=== block 1 ===
Block 1, cells colored by class:
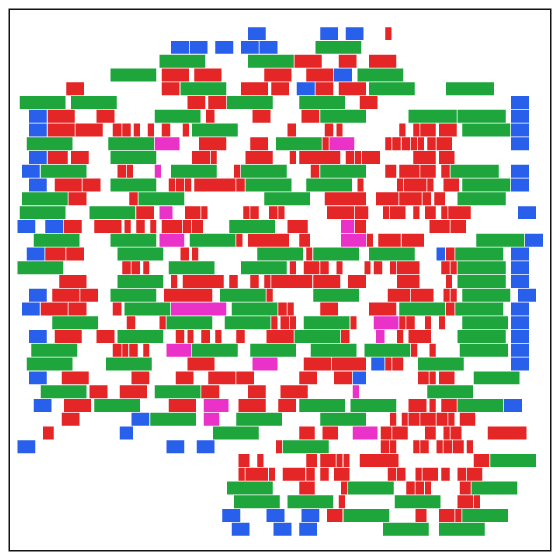
Block 1, the clock network:
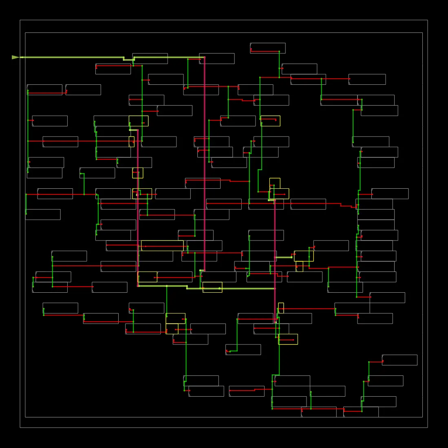
Block 1, where the registers sit:
Scale bar: 20 um. Other sequential cells in the stronger gray, the rest of the logic in the fainter gray.
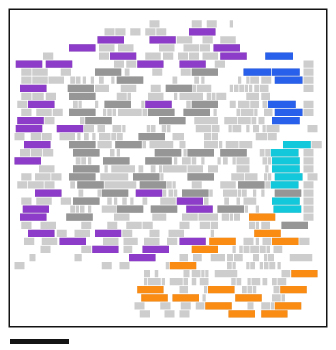
<file path="src/rtl/seg_pkg.sv">
// Shared constants for the 8-digit seven-segment scanner.
// Latency: none, constants and a pure combinational helper only.
// Backpressure: not applicable.
package seg_pkg;

  localparam int         DIGITS  = 8;
  localparam logic [7:0] SEG_OFF = 8'hFF;

  // Active-low gfedcba patterns for hex digits 0..F
  localparam logic [6:0] HEX_SEG [16] = '{
    7'h40, 7'h79, 7'h24, 7'h30, 7'h19, 7'h12, 7'h02, 7'h78,
    7'h00, 7'h10, 7'h08, 7'h03, 7'h46, 7'h21, 7'h06, 7'h0E
  };

  // Index of the most significant nonzero nibble; 0 when the word is zero,
  // so digit 0 always stays lit and a zero word shows a single "0".
  function automatic logic [2:0] top_nonzero_digit(input logic [31:0] word);
    logic [2:0] top;
    top = 3'd0;
    for (int i = 0; i < DIGITS; i++) begin
      if (word[4*i +: 4] != 4'h0) top = 3'(i);
    end
    return top;
  endfunction

endpackage

</file>
<file path="src/rtl/seg_hex_decode.sv">
// Hex nibble to active-low seven-segment pattern (gfedcba).
// Latency: purely combinational.
// Backpressure: not applicable.
module seg_hex_decode
  import seg_pkg::*;
(
  input  logic [3:0] nib,
  output logic [6:0] seg_n
);

  assign seg_n = HEX_SEG[nib];

endmodule

</file>
<file path="src/rtl/seg_display_scan.sv">
// Multiplexed 8-digit hex display scanner with frame-atomic value updates.
// Latency: an_n/seg_n registered one cycle after cnt/idx/shadow; loads commit at the next frame boundary.
// Backpressure: none; load always accepted, a newer load overwrites an uncommitted one.
// Config: define SEG_LZ_BLANK_EN to switch off leading-zero digits.
module seg_display_scan
  import seg_pkg::*;
#(
  parameter int CLK_HZ    = 100000000,
  parameter int SCAN_HZ   = 1000,
  parameter int BLANK_CYC = 16
) (
  input  logic        clk,
  input  logic        rst,
  input  logic [31:0] value,
  input  logic        load,
  input  logic        blank,
  output logic [7:0]  seg_n,
  output logic [7:0]  an_n,
  output logic        frame_done,
  output logic        updated
);

  // Slot length in clocks; must be at least 4 and larger than BLANK_CYC.
  localparam int               DIV       = CLK_HZ / SCAN_HZ;
  localparam int               CNT_W     = $clog2(DIV);
  localparam logic [CNT_W-1:0] CNT_LAST  = CNT_W'(DIV - 1);
  localparam logic [CNT_W-1:0] CNT_BLANK = CNT_W'(BLANK_CYC);
  localparam logic [2:0]       IDX_LAST  = 3'(DIGITS - 1);

  logic [CNT_W-1:0] cnt_q, cnt_d;
  logic [2:0]       idx_q, idx_d;
  logic [31:0]      pend_q, pend_d;
  logic             pend_flag_q, pend_flag_d;
  logic [31:0]      shadow_q, shadow_d;
  logic [7:0]       an_n_q, an_n_d;
  logic [7:0]       seg_n_q, seg_n_d;
  logic             frame_done_q, frame_done_d;
  logic             updated_q, updated_d;

  logic             tick;
  logic             frame_end;
  logic             commit;
  logic [3:0]       digit_nib;
  logic [6:0]       digit_seg;
  logic             lz_ok;
  logic             digit_on;

  // Slot divider and digit index; frame ends on the last clock of digit 7
  always_comb begin
    tick      = (cnt_q == CNT_LAST);
    frame_end = tick && (idx_q == IDX_LAST);
    cnt_d     = tick ? '0 : cnt_q + 1'b1;
    idx_d     = tick ? idx_q + 3'd1 : idx_q;
  end

  // Double-buffered value: loads park in pending, shadow only changes at frame ends
  always_comb begin
    pend_d      = pend_q;
    pend_flag_d = pend_flag_q;
    shadow_d    = shadow_q;
    commit      = 1'b0;
    if (frame_end) begin
      // A load landing on the boundary is newer than anything pending
      commit      = load | pend_flag_q;
      pend_flag_d = 1'b0;
      if (load) begin
        shadow_d = value;
      end else if (pend_flag_q) begin
        shadow_d = pend_q;
      end
    end else if (load) begin
      pend_d      = value;
      pend_flag_d = 1'b1;
    end
    updated_d    = commit;
    frame_done_d = frame_end;
  end

  assign digit_nib = shadow_q[{idx_q, 2'b00} +: 4];

  seg_hex_decode u_hex (
    .nib   (digit_nib),
    .seg_n (digit_seg)
  );

  // Digit drive: dark during the anti-ghost window, while blanked, or for leading zeros
  always_comb begin
`ifdef SEG_LZ_BLANK_EN
    lz_ok = (idx_q <= top_nonzero_digit(shadow_q));
`else
    lz_ok = 1'b1;
`endif
    digit_on = !blank && (cnt_q >= CNT_BLANK) && lz_ok;
    an_n_d   = SEG_OFF;
    seg_n_d  = SEG_OFF;
    if (digit_on) begin
      an_n_d  = ~(8'b1 << idx_q);
      seg_n_d = {1'b1, digit_seg};
    end
  end

  // State and output registers; reset discards pending and displayed data
  always_ff @(posedge clk or posedge rst) begin
    if (rst) begin
      cnt_q        <= '0;
      idx_q        <= 3'd0;
      pend_q       <= 32'd0;
      pend_flag_q  <= 1'b0;
      shadow_q     <= 32'd0;
      an_n_q       <= SEG_OFF;
      seg_n_q      <= SEG_OFF;
      frame_done_q <= 1'b0;
      updated_q    <= 1'b0;
    end else begin
      cnt_q        <= cnt_d;
      idx_q        <= idx_d;
      pend_q       <= pend_d;
      pend_flag_q  <= pend_flag_d;
      shadow_q     <= shadow_d;
      an_n_q       <= an_n_d;
      seg_n_q      <= seg_n_d;
      frame_done_q <= frame_done_d;
      updated_q    <= updated_d;
    end
  end

  assign an_n       = an_n_q;
  assign seg_n      = seg_n_q;
  assign frame_done = frame_done_q;
  assign updated    = updated_q;

endmodule

</file>
<file path="config.mk">
export PLATFORM = sky130hd
export DESIGN_NAME = seg_display_scan
export DESIGN_NICKNAME = d
export VERILOG_FILES = /design/src/rtl/seg_pkg.sv /design/src/rtl/seg_hex_decode.sv /design/src/rtl/seg_display_scan.sv
export SDC_FILE = /design/constraint.sdc
export NUM_CORES = 1
export LEC_CHECK = 0
export CORE_UTILIZATION = 45
export DETAILED_ROUTE_END_ITERATION = 8
export PLACE_DENSITY_LB_ADDON = 0.25
export SYNTH_ARGS = -nofsm -noshare
export SYNTH_HDL_FRONTEND = slang
export SYNTH_SLANG_ARGS = --single-unit
</file>
<file path="constraint.sdc">
create_clock -name clk -period 6.21 [get_ports clk]
set_input_delay 0.621 -clock clk [delete_from_list [all_inputs] [get_ports clk]]
set_output_delay 0.621 -clock clk [all_outputs]
set_load 0.01 [all_outputs]
</file>
==> ci_impl_report.md <==
### Yosys + OpenROAD results

| Metric | Value |
|---|---|
| Status | `finished clean` |
| R2r endpoint | `seg_n[4]$_DFF_PP1_` |
| Biggest regs | `pend_q (32), shadow_q (32), cnt_q (17)` |
| Average vias per placed instance | `5.10` |
| Register-to-Register Path Depth | `6` |
| Setup Viol. Count Final | `0` |
| Cell Pwr Density | `215 nW/um^2` |
| H-Tree Depth | `3` |
| Post-synth area hogs | `dfrtp_1, mux2_4, dfstp_2, mux2i_1, nor2_1` |
| Drt pass-1 iters | `5` |
| Post-CTS setup buffers | `0` |
| Final hold vios | `0` |
| Post-synth ARST share | `100%` |
| Sequential power | `701 uW` |
| Die Wd | `107 um` |
| Clock share of power | `33.4%` |
| Cells after DPL | `573` |
| Crit path capture type | `register` |
| Pint | `945 uW` |
| Slew Viols, Final | `0` |
| RSZ-0062 raised after global routing | `no` |
About 'cells colored by class' of block 1:
magenta -> clock drivers and dummy loads  # cells 16, share of their area 3.4%
red -> all other logic  # cells 280, share of their area 40%
blue -> other buffers and delay cells  # cells 55, share of their area 9.7%
green -> flip-flops  # cells 102, share of their area 46%

About 'the clock network' of block 1:
CTS buffer count: 9
Clk. pwr: 409 uW
Flops: 102

About 'where the registers sit' of block 1:
orange -> cnt_q  # sequential cells 17
blue -> seg_n  # sequential cells 7, where top right
purple -> pend_q  # sequential cells 32
cyan -> an_n  # sequential cells 8, where right middle
not colored = 38

synth_stat cells (3+ instances only):
library cell,n
and2_1,3
dfrtp_1,87
mux2_2,5
inv_1,12
ha_1,13
nand4_1,3
o21ai_0,4
nor2_1,52
clkbuf_1,7
xnor2_1,10
mux4_2,5
a21oi_1,37
buf_2,7
buf_6,4
nand3_1,10
xor2_1,6
mux2_4,31
nand2_1,19
nor2b_1,4
buf_4,4
mux2i_1,36
dfstp_2,15
final cells by class:
type	count	area, um^2	share of cell area (%)
sequential	102	2570	45.0
multi-input combinational	268	2190	38.4
timing repair buffer	55	538	9.43
tap	136	170	2.98
clock buffer	11	131	2.30
clock inverter	5	58.8	1.03
inverter	12	47.5	0.833
through the flow:
| stage | setup slack [ns] | utilization, % | hold slack, ns | cell area [um^2] |
|---|---|---|---|---|
| global route | 3.56 | 54.6 | 0.524 | 5710 |
| CTS | 3.78 | 54.6 | 0.503 | 5710 |
| floorplan | 2.94 | - | 0.456 | 4930 |
| global placement | 3.51 | 52.7 | 0.488 | 5520 |
| detailed placement | 3.43 | 52.7 | 0.492 | 5520 |
| finish | 3.79 | 54.6 | 0.513 | 5710 |

=== block 2 ===
**src/rtl/demux_pkg.sv**
```systemverilog
// Shared definitions for the 1-to-4 stream demultiplexer.
package demux_pkg;

    localparam int NUM_CH = 4;
    localparam int SEL_W  = 2;

    typedef logic [SEL_W-1:0] ch_sel_t;

endpackage : demux_pkg

```
**src/rtl/demux_1x4_stream_chan_fifo.sv**
```systemverilog
// Per-channel synchronous FIFO. Pointers carry one extra wrap bit so that
// full and empty can be told apart without an occupancy counter.
module chan_fifo #(
    parameter int DATA_W = 8,
    parameter int DEPTH  = 2
) (
    input  logic              clk,
    input  logic              rst,
    input  logic              push,
    input  logic              pop,
    input  logic [DATA_W-1:0] din,
    output logic [DATA_W-1:0] dout,
    output logic              full,
    output logic              empty
);

    localparam int AW = $clog2(DEPTH);

    logic [AW:0]        wr_ptr_q, wr_ptr_d;
    logic [AW:0]        rd_ptr_q, rd_ptr_d;
    logic [DATA_W-1:0]  mem_q [DEPTH];
    logic [DATA_W-1:0]  mem_d [DEPTH];
    logic               do_push;
    logic               do_pop;

    assign empty   = (wr_ptr_q == rd_ptr_q);
    assign full    = (wr_ptr_q[AW] != rd_ptr_q[AW]) &&
                     (wr_ptr_q[AW-1:0] == rd_ptr_q[AW-1:0]);
    assign do_push = push && !full;
    assign do_pop  = pop && !empty;

    // Head entry straight from storage; forced to zero while empty so the
    // output is clean after reset without having to clear the array.
    assign dout = empty ? '0 : mem_q[rd_ptr_q[AW-1:0]];

    // Next pointers and next storage contents.
    always_comb begin
        // NOTE: every comb output gets a default first, so no path can leave it unassigned and infer a latch.
        wr_ptr_d = wr_ptr_q;
        rd_ptr_d = rd_ptr_q;
        mem_d    = mem_q;
        if (do_push) begin
            mem_d[wr_ptr_q[AW-1:0]] = din;
            wr_ptr_d                = wr_ptr_q + 1'b1;
        end
        if (do_pop) begin
            rd_ptr_d = rd_ptr_q + 1'b1;
        end
    end

    // Pointer registers; reset empties the FIFO.
    always_ff @(posedge clk or posedge rst) begin
        // NOTE: sequential state uses non-blocking assignments so all flops update together at the edge.
        if (rst) begin
            wr_ptr_q <= '0;
            rd_ptr_q <= '0;
        end else begin
            wr_ptr_q <= wr_ptr_d;
            rd_ptr_q <= rd_ptr_d;
        end
    end

    // Storage array.
    always_ff @(posedge clk) begin
        // NOTE: the data array is deliberately not reset; equal pointers mark it empty and dout masks it.
        mem_q <= mem_d;
    end

endmodule : chan_fifo

```
**src/rtl/demux_1x4_stream.sv**
```systemverilog
// 1-to-4 stream demultiplexer: steers each input beat into the FIFO of the
// channel named by in_sel and counts beats delivered on each channel.
module demux_1x4_stream
    import demux_pkg::*;
#(
    parameter int DATA_W = 8,
    parameter int DEPTH  = 2,
    parameter int CNT_W  = 16
) (
    input  logic                     clk,
    input  logic                     rst,
    input  logic                     in_valid,
    output logic                     in_ready,
    input  ch_sel_t                  in_sel,
    input  logic [DATA_W-1:0]        in_data,
    output logic [NUM_CH-1:0]        out_valid,
    input  logic [NUM_CH-1:0]        out_ready,
    output logic [NUM_CH*DATA_W-1:0] out_data,
    output logic [NUM_CH*CNT_W-1:0]  out_count
);

    logic [NUM_CH-1:0] full;
    logic [NUM_CH-1:0] empty;
    logic [NUM_CH-1:0] push;
    logic [NUM_CH-1:0] pop;
    logic [CNT_W-1:0]  count_q [NUM_CH];
    logic [CNT_W-1:0]  count_d [NUM_CH];

    // Acceptance depends only on the selected FIFO's fullness, never on
    // out_ready, so a full channel stalls even if it pops this cycle.
    assign in_ready = ~full[in_sel];

    // One-hot push decode for the selected channel.
    always_comb begin
        push = '0;
        if (in_valid && in_ready) begin
            push[in_sel] = 1'b1;
        end
    end

    for (genvar g = 0; g < NUM_CH; g++) begin : g_ch
        chan_fifo #(
            .DATA_W (DATA_W),
            .DEPTH  (DEPTH)
        ) u_fifo (
            .clk   (clk),
            .rst   (rst),
            .push  (push[g]),
            .pop   (pop[g]),
            .din   (in_data),
            .dout  (out_data[g*DATA_W +: DATA_W]),
            .full  (full[g]),
            .empty (empty[g])
        );

        assign out_valid[g]                 = ~empty[g];
        assign pop[g]                       = ~empty[g] & out_ready[g];
        assign out_count[g*CNT_W +: CNT_W]  = count_q[g];
    end

    // Delivered-beat counters; wrap naturally at 2^CNT_W.
    always_comb begin
        for (int i = 0; i < NUM_CH; i++) begin
            count_d[i] = count_q[i];
            if (pop[i]) begin
                count_d[i] = count_q[i] + 1'b1;
            end
        end
    end

    // Counter registers.
    always_ff @(posedge clk or posedge rst) begin
        if (rst) begin
            for (int i = 0; i < NUM_CH; i++) begin
                count_q[i] <= '0;
            end
        end else begin
            for (int i = 0; i < NUM_CH; i++) begin
                count_q[i] <= count_d[i];
            end
        end
    end

endmodule : demux_1x4_stream

```
**config.mk**
```make
export PLATFORM = sky130hd
export DESIGN_NAME = demux_1x4_stream
export DESIGN_NICKNAME = d
export VERILOG_FILES = /design/src/rtl/demux_pkg.sv /design/src/rtl/demux_1x4_stream_chan_fifo.sv /design/src/rtl/demux_1x4_stream.sv
export SDC_FILE = /design/constraint.sdc
export NUM_CORES = 1
export LEC_CHECK = 0
export CORE_ASPECT_RATIO = 1.2
export CORE_UTILIZATION = 40
export DETAILED_ROUTE_END_ITERATION = 16
export GPL_TIMING_DRIVEN = 0
export PLACE_DENSITY_LB_ADDON = 0.2
export SYNTH_ARGS = -nofsm -noshare
export SYNTH_HDL_FRONTEND = slang
export SYNTH_SLANG_ARGS = --single-unit
```
**constraint.sdc**
```tcl
create_clock -name clk -period 3.7 [get_ports clk]
set_input_delay 0.37 -clock clk [delete_from_list [all_inputs] [get_ports clk]]
set_output_delay 0.37 -clock clk [all_outputs]
set_load 0.03 [all_outputs]
```
==> ci_impl_report.md <==
### Yosys + OpenROAD results

| Metric | Value |
|---|---|
| Status | `finished clean` |
| Setup Viol. Count Final | `0` |
| Combinational power share | `45.7%` |
| Min Tclk post-route | `3.01 ns` |
| DR iter-0 viols | `168` |
| WHS | `0.337 ns` |
| Fin crit share | `81.4%` |
| Initial antenna violation count | `0` |
| Critical path startpoint | `g_ch[1].u_fifo.wr_ptr_q[0]$_DFFE_PP0P_` |
| PostCTS Resize Cnt | `0` |
| Yosys simple share | `11.8%` |
| Die Ht | `137 um` |
| Comb area leader | `XOR/XNOR gates` |
| Overall Global Routing Usage | `17.0%` |
| Top-area cell share | `32.9%` |
==> routing by layer <==
metal | track usage, % | share of wire [%] | up-vias
met5 | 0 | 0 | -
met4 | 8.23 | 1.6 | 0
met3 | 4.74 | 5.0 | 16
met2 | 28.1 | 51 | 97
met1 | 20.6 | 43 | 1921
li1 | - | - | 1851
==> layout make-up <==
class / instances / area, um^2 / area share [%]
flip-flops and latches: 144 / 3920 / 48.2
repair buffers: 118 / 1200 / 14.7
clock inverters: 14 / 164 / 2.01
clock buffers: 18 / 429 / 5.27
plain buffers: 8 / 50.0 / 0.615
well taps: 204 / 255 / 3.14
multi-input cells: 288 / 2080 / 25.6
inverters: 8 / 35.0 / 0.430
==> state kept, by name (all words and copies together), names as in the netlist <==
register	cells
out_count	64
g_ch.u_fifo.rd_ptr_q	8
g_ch.u_fifo.mem_q	64
g_ch.u_fifo.wr_ptr_q	8
==> worst max-delay path: cells and delay by family, from the launching register on <==
family | cells | cell delay, ns
xor gates and xnor gates | 1 | 0.53
buffers and inverters | 1 | 0.62
AOI/OAI and AO/OA | 1 | 0.20
DFF | 1 | 0.42
and+or+nand+nor | 1 | 0.44
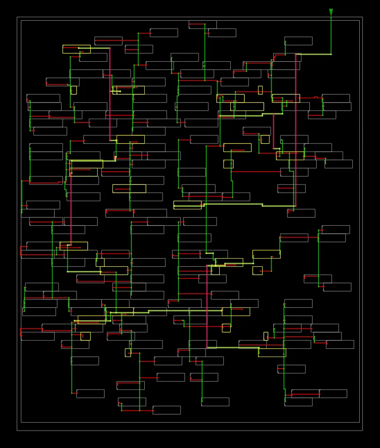
Block 2: the clock network
CTS buffer count: 17
insertion delay at the late pin of the worst-skew pair: 0.43 ns
Clk. pwr: 1710 uW
CLK BUF: 18
clk sinks: 144

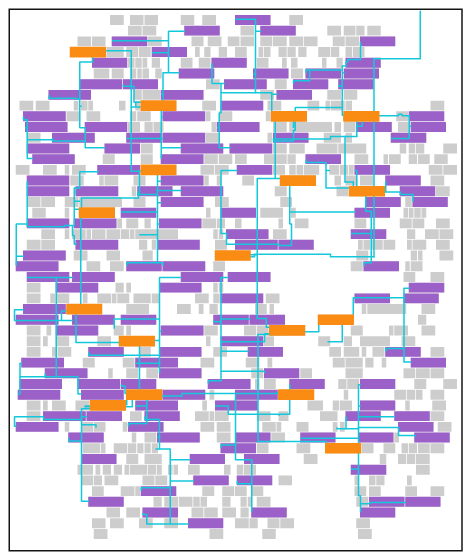
Block 2: clock wires, drivers and flops
purple -> flip-flops  # count 144
cyan -> clock wires  # length 1,760 um
orange -> cells driving clock nets  # count 17
routed clock nets = 18
flops lie = widely spread

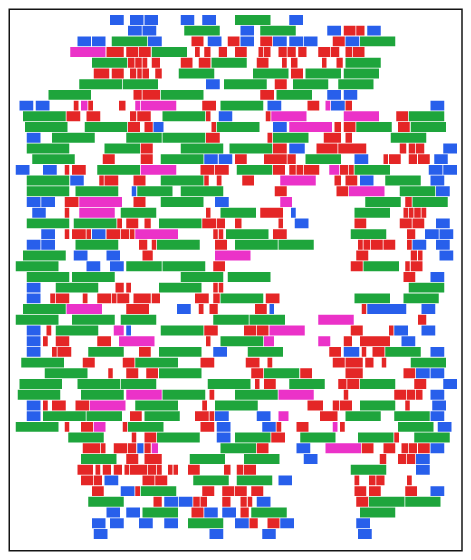
Block 2: cells colored by class
red -> all other logic  # cells 296, share of their area 27%
magenta -> clock drivers and dummy loads  # cells 32, share of their area 7.5%
green -> flip-flops  # cells 144, share of their area 50%
blue -> other buffers and delay cells  # cells 126, share of their area 16%


=== block 3 ===
Block 3, clock wires, drivers and flops:
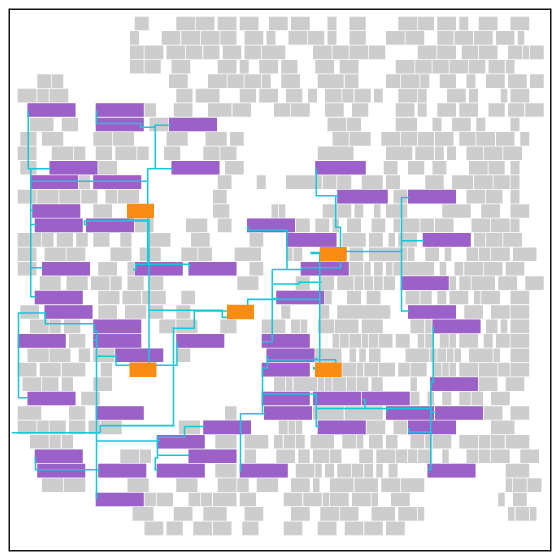
Block 3, drive-strength map:
Scale bar: 20 um.
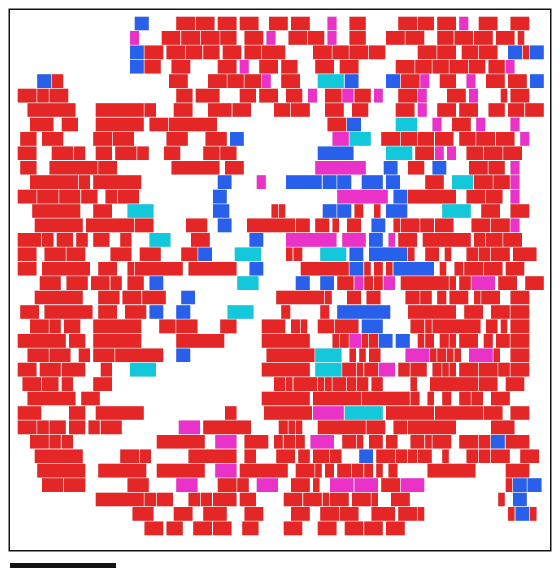
### config.mk
export PLATFORM = sky130hd
export DESIGN_NAME = trap_sequencer
export DESIGN_NICKNAME = d
export VERILOG_FILES = /design/src/rtl/trap_sequencer.sv
export SDC_FILE = /design/constraint.sdc
export NUM_CORES = 1
export LEC_CHECK = 0
export CORE_UTILIZATION = 33
export DETAILED_ROUTE_END_ITERATION = 6
export GPL_TIMING_DRIVEN = 0
export PLACE_DENSITY = 0.81
export SYNTH_ARGS = -nofsm -noshare
export SYNTH_HDL_FRONTEND = slang
export SYNTH_SLANG_ARGS = --single-unit
### constraint.sdc
create_clock -name clk_i -period 2.3 [get_ports clk_i]
set_input_delay 0.23 -clock clk_i [delete_from_list [all_inputs] [get_ports clk_i]]
set_output_delay 0.23 -clock clk_i [all_outputs]
set_load 0.01 [all_outputs]
### src/rtl/trap_sequencer.sv
// rtl/trap_sequencer.sv - trap/interrupt sequencer: CSR writes for mepc/mcause, then redirect to mtvec
//
// Sits beside the main decoder. When an exception or an enabled interrupt is
// detected, it stalls the core, writes mepc and mcause (and optionally mtval)
// through the CSR write port, and then redirects the PC to mtvec. MRET inside
// the handler returns to mepc in the same cycle.
//
// Optional build macro: TRAP_SEQ_MTVAL_EN adds an mtval write (0x343) after mcause.
//
// Ports:
//   clk_i, rst_ni                         clock, async active-low reset
//   instr_valid_i                         current instruction executes this cycle
//   illegal_instr_i, ecall_i, ebreak_i,
//   mret_i                                decoder flags
//   pc_i, instr_i                         PC and word of the current instruction
//   irq_req_i, mie_i                      level interrupt requests and enables
//   mtvec_i, mepc_i                       CSR values
//   trap_stall_o                          freeze PC, RF write and memory request
//   csr_we_o, csr_addr_o, csr_wdata_o     CSR write port
//   pc_redirect_o, pc_target_o            PC redirect
//   irq_ack_o                             one-hot acknowledge of the serviced IRQ
//   in_handler_o                          handler active, IRQs masked
module trap_sequencer #(
    parameter int IRQ_NUM = 16
) (
    input  logic               clk_i,
    input  logic               rst_ni,
    input  logic               instr_valid_i,
    input  logic               illegal_instr_i,
    input  logic               ecall_i,
    input  logic               ebreak_i,
    input  logic               mret_i,
    input  logic [31:0]        pc_i,
    input  logic [31:0]        instr_i,
    input  logic [IRQ_NUM-1:0] irq_req_i,
    input  logic [IRQ_NUM-1:0] mie_i,
    input  logic [31:0]        mtvec_i,
    input  logic [31:0]        mepc_i,
    output logic               trap_stall_o,
    output logic               csr_we_o,
    output logic [11:0]        csr_addr_o,
    output logic [31:0]        csr_wdata_o,
    output logic               pc_redirect_o,
    output logic [31:0]        pc_target_o,
    output logic [IRQ_NUM-1:0] irq_ack_o,
    output logic               in_handler_o
);

    localparam logic [2:0] IDLE      = 3'd0;
    localparam logic [2:0] WR_MEPC   = 3'd1;
    localparam logic [2:0] WR_MCAUSE = 3'd2;
`ifdef TRAP_SEQ_MTVAL_EN
    localparam logic [2:0] WR_MTVAL  = 3'd3;
`endif
    localparam logic [2:0] REDIRECT  = 3'd4;
    localparam logic [2:0] HANDLER   = 3'd5;

    logic [2:0]         state_q, state_d;
    logic [31:0]        epc_q, cause_q;
    logic [IRQ_NUM-1:0] ack_q;

    logic               in_h, detect, is_illegal, exc, irq_hit, take, ret;
    logic [IRQ_NUM-1:0] pend, irq_onehot;
    logic [4:0]         irq_k;
    logic [31:0]        cause_d;

    assign in_h       = (state_q == HANDLER);
    // Reset gates detection so every output reads 0 while rst_ni is low,
    // even with decoder flags still asserted.
    assign detect     = rst_ni & instr_valid_i & ((state_q == IDLE) | in_h);
    // MRET outside a handler has no return address: treat it as illegal.
    assign is_illegal = illegal_instr_i | (mret_i & ~in_h);
    assign exc        = is_illegal | ecall_i | ebreak_i;
    assign pend       = irq_req_i & mie_i;
    assign irq_hit    = ~in_h & (|pend);
    assign take       = detect & (exc | irq_hit);
    assign ret        = detect & in_h & mret_i & ~exc;

    // Lowest pending enabled interrupt wins: scan downward, last hit sticks.
    always_comb begin
        irq_k      = '0;
        irq_onehot = '0;
        for (int i = IRQ_NUM - 1; i >= 0; i--) begin
            if (pend[i]) begin
                irq_k         = 5'(i);
                irq_onehot    = '0;
                irq_onehot[i] = 1'b1;
            end
        end
    end

    always_comb begin
        if (is_illegal)   cause_d = 32'd2;
        else if (ecall_i) cause_d = 32'd11;
        else if (ebreak_i) cause_d = 32'd3;
        else              cause_d = {1'b1, 31'd16 + 31'(irq_k)};
    end

    always_comb begin
        state_d = state_q;
        case (state_q)
            IDLE:      if (take) state_d = WR_MEPC;
            WR_MEPC:   state_d = WR_MCAUSE;
`ifdef TRAP_SEQ_MTVAL_EN
            WR_MCAUSE: state_d = WR_MTVAL;
            WR_MTVAL:  state_d = REDIRECT;
`else
            WR_MCAUSE: state_d = REDIRECT;
`endif
            REDIRECT:  state_d = HANDLER;
            HANDLER: begin
                if (take)     state_d = WR_MEPC;
                else if (ret) state_d = IDLE;
            end
            default:   state_d = IDLE;
        endcase
    end

    always_ff @(posedge clk_i or negedge rst_ni) begin
        if (!rst_ni) begin
            state_q <= IDLE;
            epc_q   <= '0;
            cause_q <= '0;
            ack_q   <= '0;
        end else begin
            state_q <= state_d;
            if (take) begin
                epc_q   <= pc_i;
                cause_q <= cause_d;
                ack_q   <= exc ? '0 : irq_onehot;
            end
        end
    end

`ifdef TRAP_SEQ_MTVAL_EN
    logic [31:0] tval_q;

    always_ff @(posedge clk_i or negedge rst_ni) begin
        if (!rst_ni) begin
            tval_q <= '0;
        end else if (take) begin
            tval_q <= is_illegal ? instr_i : 32'd0;
        end
    end
`else
    logic unused_instr;
    assign unused_instr = ^instr_i;
`endif

    always_comb begin
        trap_stall_o  = take;
        csr_we_o      = 1'b0;
        csr_addr_o    = '0;
        csr_wdata_o   = '0;
        pc_redirect_o = 1'b0;
        pc_target_o   = '0;
        irq_ack_o     = '0;
        in_handler_o  = 1'b0;
        case (state_q)
            WR_MEPC: begin
                trap_stall_o = 1'b1;
                csr_we_o     = 1'b1;
                csr_addr_o   = 12'h341;
                csr_wdata_o  = epc_q;
            end
            WR_MCAUSE: begin
                trap_stall_o = 1'b1;
                csr_we_o     = 1'b1;
                csr_addr_o   = 12'h342;
                csr_wdata_o  = cause_q;
            end
`ifdef TRAP_SEQ_MTVAL_EN
            WR_MTVAL: begin
                trap_stall_o = 1'b1;
                csr_we_o     = 1'b1;
                csr_addr_o   = 12'h343;
                csr_wdata_o  = tval_q;
            end
`endif
            REDIRECT: begin
                trap_stall_o  = 1'b1;
                pc_redirect_o = 1'b1;
                pc_target_o   = mtvec_i;
                irq_ack_o     = ack_q;
            end
            HANDLER: begin
                in_handler_o = 1'b1;
                if (ret) begin
                    pc_redirect_o = 1'b1;
                    pc_target_o   = mepc_i;
                end
            end
            default: ;
        endcase
    end

endmodule
==> ci_impl_report.md <==
### Yosys + OpenROAD results

| Metric | Value |
|---|---|
| Status | `finished clean` |
| Switching Share | `35.5%` |
| Vias in the first global route | `3,493` |
| Delay-heaviest family, CP | `buffers and inverters` |
| Worst EP arrival | `1.98 ns` |
| Net count, final | `755` |
| Total wire length | `12,000 um` |
| # port buffers | `223` |
| Final hold vios | `0` |
| Post-CTS setup buffers | `18` |
| Drt pass-1 iters | `5` |
| Core Footprint | `9730 um^2` |
| TritonCTS clock tree | `yes` |
| Met2 Resource Use GR | `38.0%` |
| Max-Cap Viols | `0` |
| Ao+oa area frac | `21.1%` |
| Sequential share of power | `32.6%` |
| Top_reg_cell synth | `dfrtp_1` |
| WHS | `0.476 ns` |
| Wire per inst | `16.6 um` |
| Met3 wire length | `1110 um` |
| FP Util | `33.8%` |
| Biggest regs | `epc_q (32), ack_q (16), cause_q (5)` |
| Top Usage Layer GRT | `met2` |
| Critical path depth | `5` |
| Largest net degree at the start of global routing | `33` |
| RD Place Congestion | `0.809` |
| Final WS setup | `0.0868 ns` |
| Worst Hold Class | `register to register` |
| CP bufs+invs | `2` |
| Mapped Avg Cell Area | `10.1 um^2` |
| Post-synth top area cell | `dfrtp_1` |
| Top layer in use | `met4` |
About 'clock wires, drivers and flops' of block 3:
purple -> flip-flops  # count 56
orange -> cells driving clock nets  # count 5
cyan -> clock wires  # length 679 um
routed clock nets = 6

About 'drive-strength map' of block 3:
cyan -> drive 6 and up  # cells 16, share 2.7%, most used clkbuf_8
blue -> drive 3 to 4  # cells 53, share 9.0%, most used buf_4
magenta -> drive 2  # cells 50, share 8.5%, most used clkbuf_2
red -> drive 1 or less  # cells 470, share 80%, most used clkdlybuf4s50_1

cells in the final DEF (no fill, tap or decap), types with 3 or more instances in the layout:
master / n
clkdlybuf4s15_1: 6
o31ai_1: 8
and2_1: 43
dlymetal6s2s_1: 19
a22oi_2: 7
dlygate4sd2_1: 26
conb_1: 7
dfrtp_2: 3
buf_6: 5
clkbuf_2: 25
o21ai_1: 5
a22o_1: 40
dfrtp_1: 53
mux2_2: 5
nor3b_1: 3
clkbuf_8: 9
nand3_1: 10
clkdlybuf4s50_1: 146
nor2_1: 5
mux2_1: 27
nand2_1: 39
o21ai_0: 9
buf_4: 41
a21oi_1: 3
nand4_1: 5
power groups by stage:
stage	combinational, uW	sequential, uW	clock [uW]
CTS	2630	1550	586
global route	2860	1600	620
global placement	2530	1530	0
detailed placement	2580	1550	0
floorplan	1270	1480	0
finish	2650	1550	566
area by class of cell:
cell class | instances | area, um^2
buffer | 28 | 244
clock buffer | 7 | 86.3
clock inverter | 1 | 7.51
fill | 841 | 3650
inverter | 3 | 11.3
multi-input combinational | 243 | 1810
sequential | 56 | 1410
tap | 133 | 166
timing repair buffer | 251 | 2350

=== block 4 ===
Block 4, where the registers sit:
Scale bar: 20 um. Other sequential cells in the stronger gray, the rest of the logic in the fainter gray.
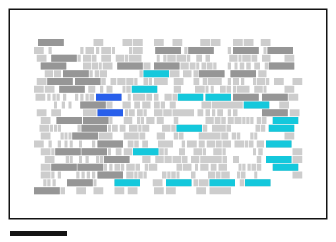
`config.mk`:
```
export PLATFORM = sky130hd
export DESIGN_NAME = fetch_sequencer
export DESIGN_NICKNAME = d
export VERILOG_FILES = /design/src/rtl/processor_pkg.sv /design/src/rtl/fetch_sequencer_pc_next.sv /design/src/rtl/fetch_sequencer.sv
export SDC_FILE = /design/constraint.sdc
export NUM_CORES = 1
export LEC_CHECK = 0
export CORE_ASPECT_RATIO = 0.6
export CORE_MARGIN = 8
export CORE_UTILIZATION = 53
export CTS_CLUSTER_SIZE = 8
export DETAILED_ROUTE_END_ITERATION = 10
export PLACE_DENSITY_LB_ADDON = 0.1
export SYNTH_ARGS = -nofsm -noshare
export SYNTH_HDL_FRONTEND = slang
export SYNTH_SLANG_ARGS = --single-unit
```
`constraint.sdc`:
```
create_clock -name clk -period 3.9 [get_ports clk]
set_clock_uncertainty 0.15 [all_clocks]
set_input_delay 0.78 -clock clk [delete_from_list [all_inputs] [get_ports clk]]
set_output_delay 0.78 -clock clk [all_outputs]
set_load 0.02 [all_outputs]
```
`src/rtl/processor_pkg.sv`:
```
// Shared processor definitions: fetch FSM state encodings and the default
// address and count widths used by the fetch sequencer and the core.
package processor_pkg;

  localparam int FETCH_ADDR_W = 16;
  localparam int FETCH_CNT_W  = 16;

  typedef enum logic [1:0] {
    FS_IDLE  = 2'd0,
    FS_FETCH = 2'd1,
    FS_DONE  = 2'd2
  } fetch_state_e;

endpackage : processor_pkg

```
`src/rtl/fetch_sequencer_pc_next.sv`:
```
// pc_next: combinational next-PC select for the fetch sequencer.
// The branch redirect wins over the sequential +INCR step; with neither
// request the PC holds.
module pc_next #(
  parameter int ADDR_W = 16,
  parameter int INCR   = 1
) (
  input  logic [ADDR_W-1:0] pc,
  input  logic              advance,
  input  logic              branch,
  input  logic [ADDR_W-1:0] target,
  output logic [ADDR_W-1:0] next_pc
);

  // Select hold / redirect / sequential step; the add wraps modulo 2^ADDR_W.
  always_comb begin
    // NOTE: the default assignment first guarantees next_pc is driven on
    // every path, so no latch is inferred.
    next_pc = pc;
    if (branch) begin
      next_pc = target;
    end else if (advance) begin
      next_pc = pc + ADDR_W'(INCR);
    end
  end

endmodule : pc_next

```
`src/rtl/fetch_sequencer.sv`:
```
// fetch_sequencer: clocked program-counter fetch engine feeding instruction
// memory. A start pulse launches a run from RESET_ADDR; each accepted
// request (fetch_valid & fetch_ready) advances the PC by INCR and bumps
// fetch_count. A non-zero fetch_limit ends the run in DONE; a zero limit
// runs until reset. stall masks fetch_valid and freezes PC and count.
// Optional feature: define FETCH_BRANCH_EN to let branch_valid/branch_target
// redirect the PC while in FETCH; without it both inputs are ignored.
module fetch_sequencer
  import processor_pkg::*;
#(
  parameter int              ADDR_W     = FETCH_ADDR_W,
  parameter int              INCR       = 1,
  parameter logic [ADDR_W-1:0] RESET_ADDR = '0,
  parameter int              CNT_W      = FETCH_CNT_W
) (
  input  logic              clk,
  input  logic              reset_n,
  input  logic              start,
  input  logic [CNT_W-1:0]  fetch_limit,
  input  logic              stall,
  input  logic              fetch_ready,
  output logic              fetch_valid,
  output logic [ADDR_W-1:0] fetch_address,
  output logic [CNT_W-1:0]  fetch_count,
  output logic              busy,
  output logic              done,
  input  logic              branch_valid,
  input  logic [ADDR_W-1:0] branch_target
);

  fetch_state_e      state, state_d;
  logic [ADDR_W-1:0] pc, pc_d, pc_seq;
  logic [CNT_W-1:0]  count, count_d;
  logic [CNT_W-1:0]  limit_q, limit_d;
  logic              done_q, done_d;
  logic              accept;
  logic              start_go;
  logic              branch_take;

  assign busy          = (state == FS_FETCH);
  assign fetch_valid   = busy & ~stall;
  assign accept        = fetch_valid & fetch_ready;
  assign fetch_address = pc;
  assign fetch_count   = count;
  assign done          = done_q;

`ifdef FETCH_BRANCH_EN
  // Redirects are honoured only during a run, stalled or not.
  assign branch_take = busy & branch_valid;
`else
  logic unused_branch_valid;
  assign unused_branch_valid = branch_valid;
  assign branch_take         = 1'b0;
`endif

  pc_next #(
    .ADDR_W (ADDR_W),
    .INCR   (INCR)
  ) u_pc_next (
    .pc      (pc),
    .advance (accept),
    .branch  (branch_take),
    .target  (branch_target),
    .next_pc (pc_seq)
  );

  // A run start reloads the PC; otherwise take pc_next's choice.
  assign pc_d = start_go ? RESET_ADDR : pc_seq;

  // Next-state, run bookkeeping and completion detection.
  always_comb begin
    state_d  = state;
    count_d  = count;
    limit_d  = limit_q;
    done_d   = done_q;
    start_go = 1'b0;
    unique case (state)
      FS_IDLE, FS_DONE: begin
        if (start) begin
          start_go = 1'b1;
          state_d  = FS_FETCH;
          count_d  = '0;
          limit_d  = fetch_limit;
          done_d   = 1'b0;
        end
      end
      FS_FETCH: begin
        // start is ignored here, including on the final accept.
        if (accept) begin
          count_d = count + CNT_W'(1);
          if ((limit_q != '0) && (count + CNT_W'(1) == limit_q)) begin
            state_d = FS_DONE;
            done_d  = 1'b1;
          end
        end
      end
      default: state_d = FS_IDLE;
    endcase
  end

  // State, PC, counter and sampled limit registers.
  always_ff @(posedge clk or negedge reset_n) begin
    // NOTE: sequential state uses non-blocking assignments so every register
    // samples pre-edge values, independent of statement order.
    if (!reset_n) begin
      state   <= FS_IDLE;
      pc      <= RESET_ADDR;
      count   <= '0;
      limit_q <= '0;
      done_q  <= 1'b0;
    end else begin
      state   <= state_d;
      pc      <= pc_d;
      count   <= count_d;
      limit_q <= limit_d;
      done_q  <= done_d;
    end
  end

endmodule : fetch_sequencer

```
==> ci_impl_report.md <==
### Yosys + OpenROAD results

| Metric | Value |
|---|---|
| Status | `finished clean` |
| Ao+oa area frac | `11.9%` |
| Final hold vios | `0` |
| Non-clk bufs | `59` |
| DR iter-0 viols | `164` |
| Antenna-violating nets left | `0` |
| Post-Synth XOR/XNOR Area | `10.5%` |
| Worst slew margin | `29.8%` |
| Yosys cell count | `322` |
| Register-to-Register Path Depth | `8` |
| Distinct lib cells used | `41` |
| Sequential Area | `1280 um^2` |
| Min Tclk post-route | `3.20 ns` |
| WHS | `0.346 ns` |
| Worst EP arrival | `3.20 ns` |
| Largest net degree at the start of global routing | `38` |
| Insertion delay at the late pin of the worst-skew pair | `0.30 ns` |
| Pint | `1100 uW` |
| Clk root buf | `clkbuf_8` |
| Layout cells sized above 1 | `5.90%` |
| Fill count | `436` |
| Crit-path slowest cell | `or4_1` |
| Flip-flops with a built-in enable | `0` |
| Total wire length | `7120 um` |
| Wire per inst | `16.2 um` |
| Comb. pwr | `572 uW` |
| Worst-Margin Slew | `1.05 ns` |
| Vias in the first global route | `2,400` |
| Crit path capture type | `register` |
| Die Ht | `72.6 um` |
| DRC | `0` |
| Combinational power share | `32.6%` |
| Delay-heaviest family, CP | `simple AND/OR/NAND/NOR gates` |
| Cell Pwr Density | `497 nW/um^2` |
| TritonCTS clock tree | `yes` |
| CP Max Fanout | `8` |
| Seq area share | `36.2%` |
| Place WS | `0.617 ns` |
| Synth-to-layout area growth | `24.7%` |
| Reg-to-reg critical path startpoint | `fetch_count[0]$_DFFE_PN0P_` |
| Clk sinks | `51` |
About 'where the registers sit' of block 4:
blue -> state  # sequential cells 2
cyan -> fetch_count  # sequential cells 16

==> metal layers <==
metal / GRT usage [%] / part of all wire, %
met5: 0 / 0
met4: 4.26 / 0.51
met3: 5.64 / 8.3
met2: 25.6 / 43
met1: 28.1 / 49
==> cell usage in the layout, fill, tap and decap left out, types with 2 or more instances in the layout <==
cell	synthesis	routed
nand2_1	70	70
clkdlybuf4s50_1	0	54
dfrtp_1	51	51
nor2_1	35	35
o21ai_0	30	30
xnor2_1	19	19
xor2_1	15	15
nand4_1	9	9
nand3_1	9	9
nor4_1	6	6
inv_1	5	5
and3_1	5	5
a21oi_1	5	5
o31ai_1	5	5
clkbuf_8	0	5
nand2b_1	4	4
buf_4	1	4
and2_1	3	3
nor2b_1	4	3
nor3_1	2	2
or3_1	2	2
nand4_4	2	2
nor4_4	2	2
nor3_2	2	2
a211oi_1	2	2
a31oi_1	2	2
a2111oi_2	2	2
o22ai_1	2	2
o2111ai_1	2	2
ha_1	2	2
==> worst register-to-register path, stage by stage, from the launching register on <==
cell       delay (ns)
dfrtp_1          0.50
ha_1             0.36
and3_1           0.28
and3_1           0.23
or4_1            0.53
a31oi_1          0.22
o2111ai_1        0.21
a2111oi_2        0.46
o21ai_1          0.12

=== block 5 ===
Block 5, drive-strength map:
Scale bar: 100 um.
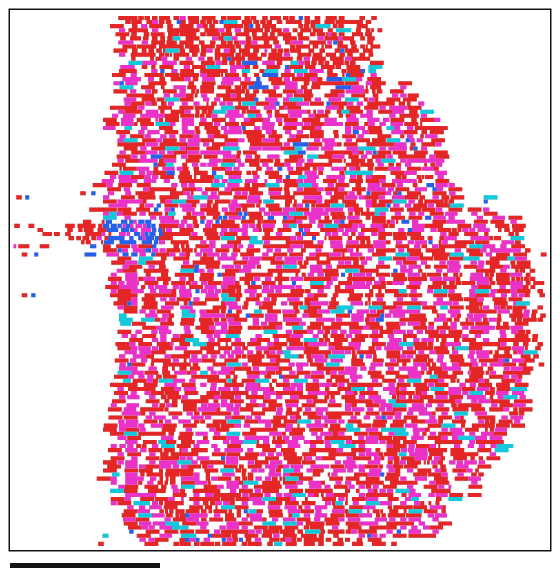
Block 5, where the registers sit:
Scale bar: 100 um. Other sequential cells in the stronger gray, the rest of the logic in the fainter gray.
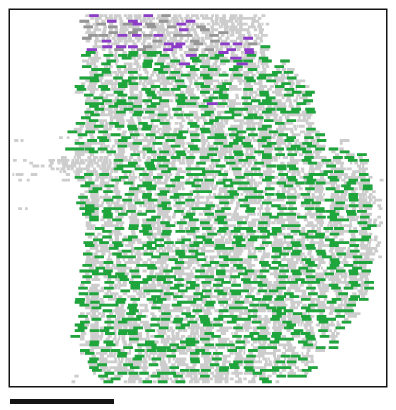
Block 5, the clock network:
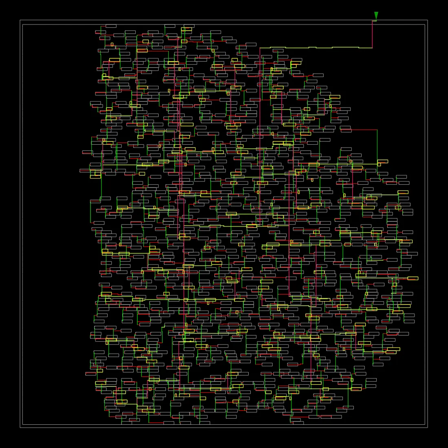
File: src/rtl/id_issue_stage.sv
// Decode/issue stage between IF and EXE: valid/ready handshake, flush, load-use interlock,
// internal register file with WB bypass. Define ID_PERF_CNT_EN to add a saturating stall counter.
module id_issue_stage #(
    parameter int          XLEN     = 32,
    parameter int          REG_NUM  = 32,
    parameter logic [31:0] NOP_INST = 32'h0000_0013,
    parameter int          PERF_W   = 16,
    localparam int         AW       = $clog2(REG_NUM)
) (
    input  logic            clk,
    input  logic            rst,
    input  logic            if_valid,
    output logic            if_ready,
    input  logic [XLEN-1:0] if_pc,
    input  logic [31:0]     if_inst,
    input  logic            flush,
    input  logic            wb_we,
    input  logic [AW-1:0]   wb_addr,
    input  logic [XLEN-1:0] wb_data,
    input  logic            ex_load,
    input  logic [AW-1:0]   ex_rd,
    output logic            id_valid,
    input  logic            ex_ready,
    output logic [XLEN-1:0] id_pc,
    output logic [31:0]     id_inst,
    output logic [XLEN-1:0] id_rs1_data,
    output logic [XLEN-1:0] id_rs2_data,
    output logic [AW-1:0]   id_rd
`ifdef ID_PERF_CNT_EN
    ,
    input  logic            cnt_clr,
    output logic [PERF_W-1:0] stall_cnt
`endif
);

    // Register indices must fit the 5-bit instruction fields.
    if (AW > 5 || PERF_W < 1) begin : g_param_check
        $error("id_issue_stage: REG_NUM must be <= 32 and PERF_W >= 1");
    end

    logic            occ;
    logic [XLEN-1:0] pc_r;
    logic [31:0]     inst_r;
    logic [XLEN-1:0] regs [REG_NUM];

    logic [AW-1:0]   rs1;
    logic [AW-1:0]   rs2;
    logic            hazard;
    logic            fire_out;
    logic            capture;

    assign rs1 = AW'(inst_r[19:15]);
    assign rs2 = AW'(inst_r[24:20]);

    assign hazard   = occ && ex_load && (ex_rd != '0) && ((ex_rd == rs1) || (ex_rd == rs2));
    assign id_valid = occ && !hazard && !flush;
    assign fire_out = id_valid && ex_ready;
    assign if_ready = !flush && (!occ || fire_out);
    assign capture  = if_valid && if_ready;

    assign id_pc   = pc_r;
    assign id_inst = inst_r;
    assign id_rd   = AW'(inst_r[11:7]);

    // NOTE: every output of always_comb is given a default first, so no path can infer a latch.
    always_comb begin
        id_rs1_data = regs[rs1];
        if (rs1 == '0)
            id_rs1_data = '0;
        else if (wb_we && (wb_addr == rs1))
            id_rs1_data = wb_data;
    end

    always_comb begin
        id_rs2_data = regs[rs2];
        if (rs2 == '0)
            id_rs2_data = '0;
        else if (wb_we && (wb_addr == rs2))
            id_rs2_data = wb_data;
    end

    // NOTE: sequential state uses non-blocking assignments so all registers update from pre-edge values.
    always_ff @(posedge clk or posedge rst) begin
        if (rst) begin
            occ    <= 1'b0;
            pc_r   <= '0;
            inst_r <= NOP_INST;
        end else if (flush) begin
            occ    <= 1'b0;
            inst_r <= NOP_INST;
        end else if (capture) begin
            occ    <= 1'b1;
            pc_r   <= if_pc;
            inst_r <= if_inst;
        end else if (fire_out) begin
            occ    <= 1'b0;
            inst_r <= NOP_INST;
        end
    end

    // NOTE: the register file is architecturally cleared on reset, so it is reset like flops, not left as RAM.
    always_ff @(posedge clk or posedge rst) begin
        if (rst) begin
            for (int i = 0; i < REG_NUM; i++)
                regs[i] <= '0;
        end else if (wb_we && (wb_addr != '0)) begin
            regs[wb_addr] <= wb_data;
        end
    end

`ifdef ID_PERF_CNT_EN
    // Saturating count of interlock cycles; clear wins over increment.
    always_ff @(posedge clk or posedge rst) begin
        if (rst)
            stall_cnt <= '0;
        else if (cnt_clr)
            stall_cnt <= '0;
        else if (hazard && (stall_cnt != '1))
            stall_cnt <= stall_cnt + PERF_W'(1);
    end
`endif

endmodule

File: config.mk
export PLATFORM = sky130hd
export DESIGN_NAME = id_issue_stage
export DESIGN_NICKNAME = d
export VERILOG_FILES = /design/src/rtl/id_issue_stage.sv
export SDC_FILE = /design/constraint.sdc
export NUM_CORES = 2
export LEC_CHECK = 0
export ABC_AREA = 0
export CAP_MARGIN = 20
export CORE_MARGIN = 2
export CORE_UTILIZATION = 45
export DETAILED_ROUTE_END_ITERATION = 12
export HOLD_SLACK_MARGIN = 0.1
export PLACE_DENSITY = 0.74
export SYNTH_ARGS = -nofsm -noshare
export SYNTH_HDL_FRONTEND = slang
export SYNTH_SLANG_ARGS = --single-unit
File: constraint.sdc
create_clock -name clk -period 42.9 [get_ports clk]
set_input_delay 4.29 -clock clk [delete_from_list [all_inputs] [get_ports clk]]
set_output_delay 4.29 -clock clk [all_outputs]
set_load 0.05 [all_outputs]
==> ci_impl_report.md <==
### Yosys + OpenROAD results

| Metric | Value |
|---|---|
| Worst-path clk slew | `0.06 ns` |
| TritonCTS clock tree | `yes` |
| Fin crit share | `28.7%` |
| Layout Utilization | `51.6%` |
| Flops | `1,089` |
| Synth Warn # | `0` |
| Top layer in use | `met5` |
| PostCTS Resize Cnt | `0` |
| Met2 Resource Use GR | `44.4%` |
| Wire per inst | `33.4 um` |
| Clk cell area share | `5.98%` |
| Post-Syn Area | `57,100 um^2` |
| Max-Cap Viols | `0` |
| Status | `finished clean` |
| Drt pass-1 iters | `7` |
| # rows | `130` |
| Diodes inserted | `3` |
| Crit-path slowest cell | `clkdlybuf4s50_1` |
| R2r endpoint | `id_pc[31]$_DFFE_PP0P_` |
| Setup_tns | `0 ns` |
| Flip-flops with a built-in enable | `0` |
| Crit path kind | `input pin to output port` |
| Post-synth top area cell | `dfrtp_1` |
| Worst-Margin Slew | `1.16 ns` |
| Seq area share | `42.1%` |
| Worst EP arrival | `8.03 ns` |
| First-pass GRT wire length | `275,000 um` |
About 'drive-strength map' of block 5:
magenta -> drive 2  # cells 1,469, share 37%, most used mux2_2
cyan -> drive 6 and up  # cells 178, share 4.4%, most used clkbuf_16
red -> drive 1 or less  # cells 2,222, share 55%, most used dfrtp_1
blue -> drive 3 to 4  # cells 147, share 3.7%, most used buf_4

About 'where the registers sit' of block 5:
green -> regs  # sequential cells 1,024
purple -> id_inst  # sequential cells 32, where top middle
not colored = 33

About 'the clock network' of block 5:
insertion delay at the late pin of the worst-skew pair: 0.72 ns
Post-Route Skew: 0.0571 ns

==> layout by cell type, fill, tap and decap left out, types with 9 or more instances in the layout <==
cell type	n
clkbuf_8	37
clkinv_2	14
buf_4	108
mux2i_1	250
o221ai_1	64
nand2_2	15
mux4_2	384
nand2_1	16
dfrtp_1	1078
inv_1	9
a21oi_1	64
bufinv_16	10
a22oi_1	72
a211oi_1	78
xor2_1	18
o22ai_1	61
a32o_1	13
clkbuf_16	113
mux2_2	1030
a22o_1	137
a211o_1	11
nor2_4	20
clkbuf_1	27
clkdlybuf4s50_1	246
==> power by group through the flow <==
stage	clock [uW]	sequential (uW)	combinational, uW
finish	1030	1370	801
detailed placement	0	1380	791
CTS	1030	1360	794
global route	1080	1390	841
global placement	0	1360	776
floorplan	0	1360	569
==> through the flow <==
step	instances	hold WS, ns	total power, uW
floorplan	3896	0.441	1930
global placement	5449	0.377	2140
detailed placement	5450	0.384	2170
CTS	5658	0.397	3190
global route	5666	0.411	3310
finish	5669	0.398	3200
==> registers in the layout, indices dropped and copies added (netlist names) <==
register	count
id_pc	32
id_inst	32
occ	1
regs	1024


==> notes/layouts.md <==
Pictures saved along the way, in no particular order.

Cells colored by class.
panel A
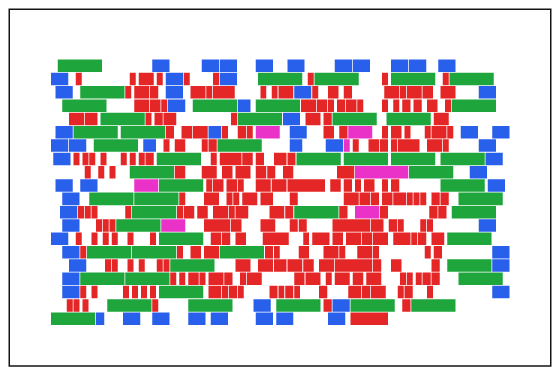
panel B
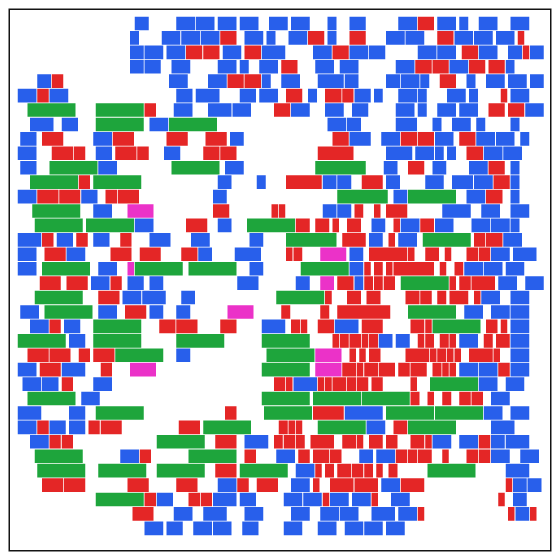
panel C
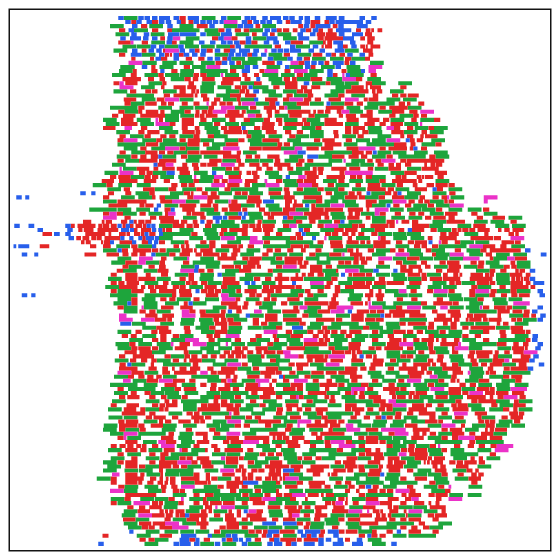
Panel B is block 3.
Panel A is block 4.
Panel C is block 5.
- most sequential cells: panel C

Power figures rest on the tool's default switching activity, not on a simulated workload.
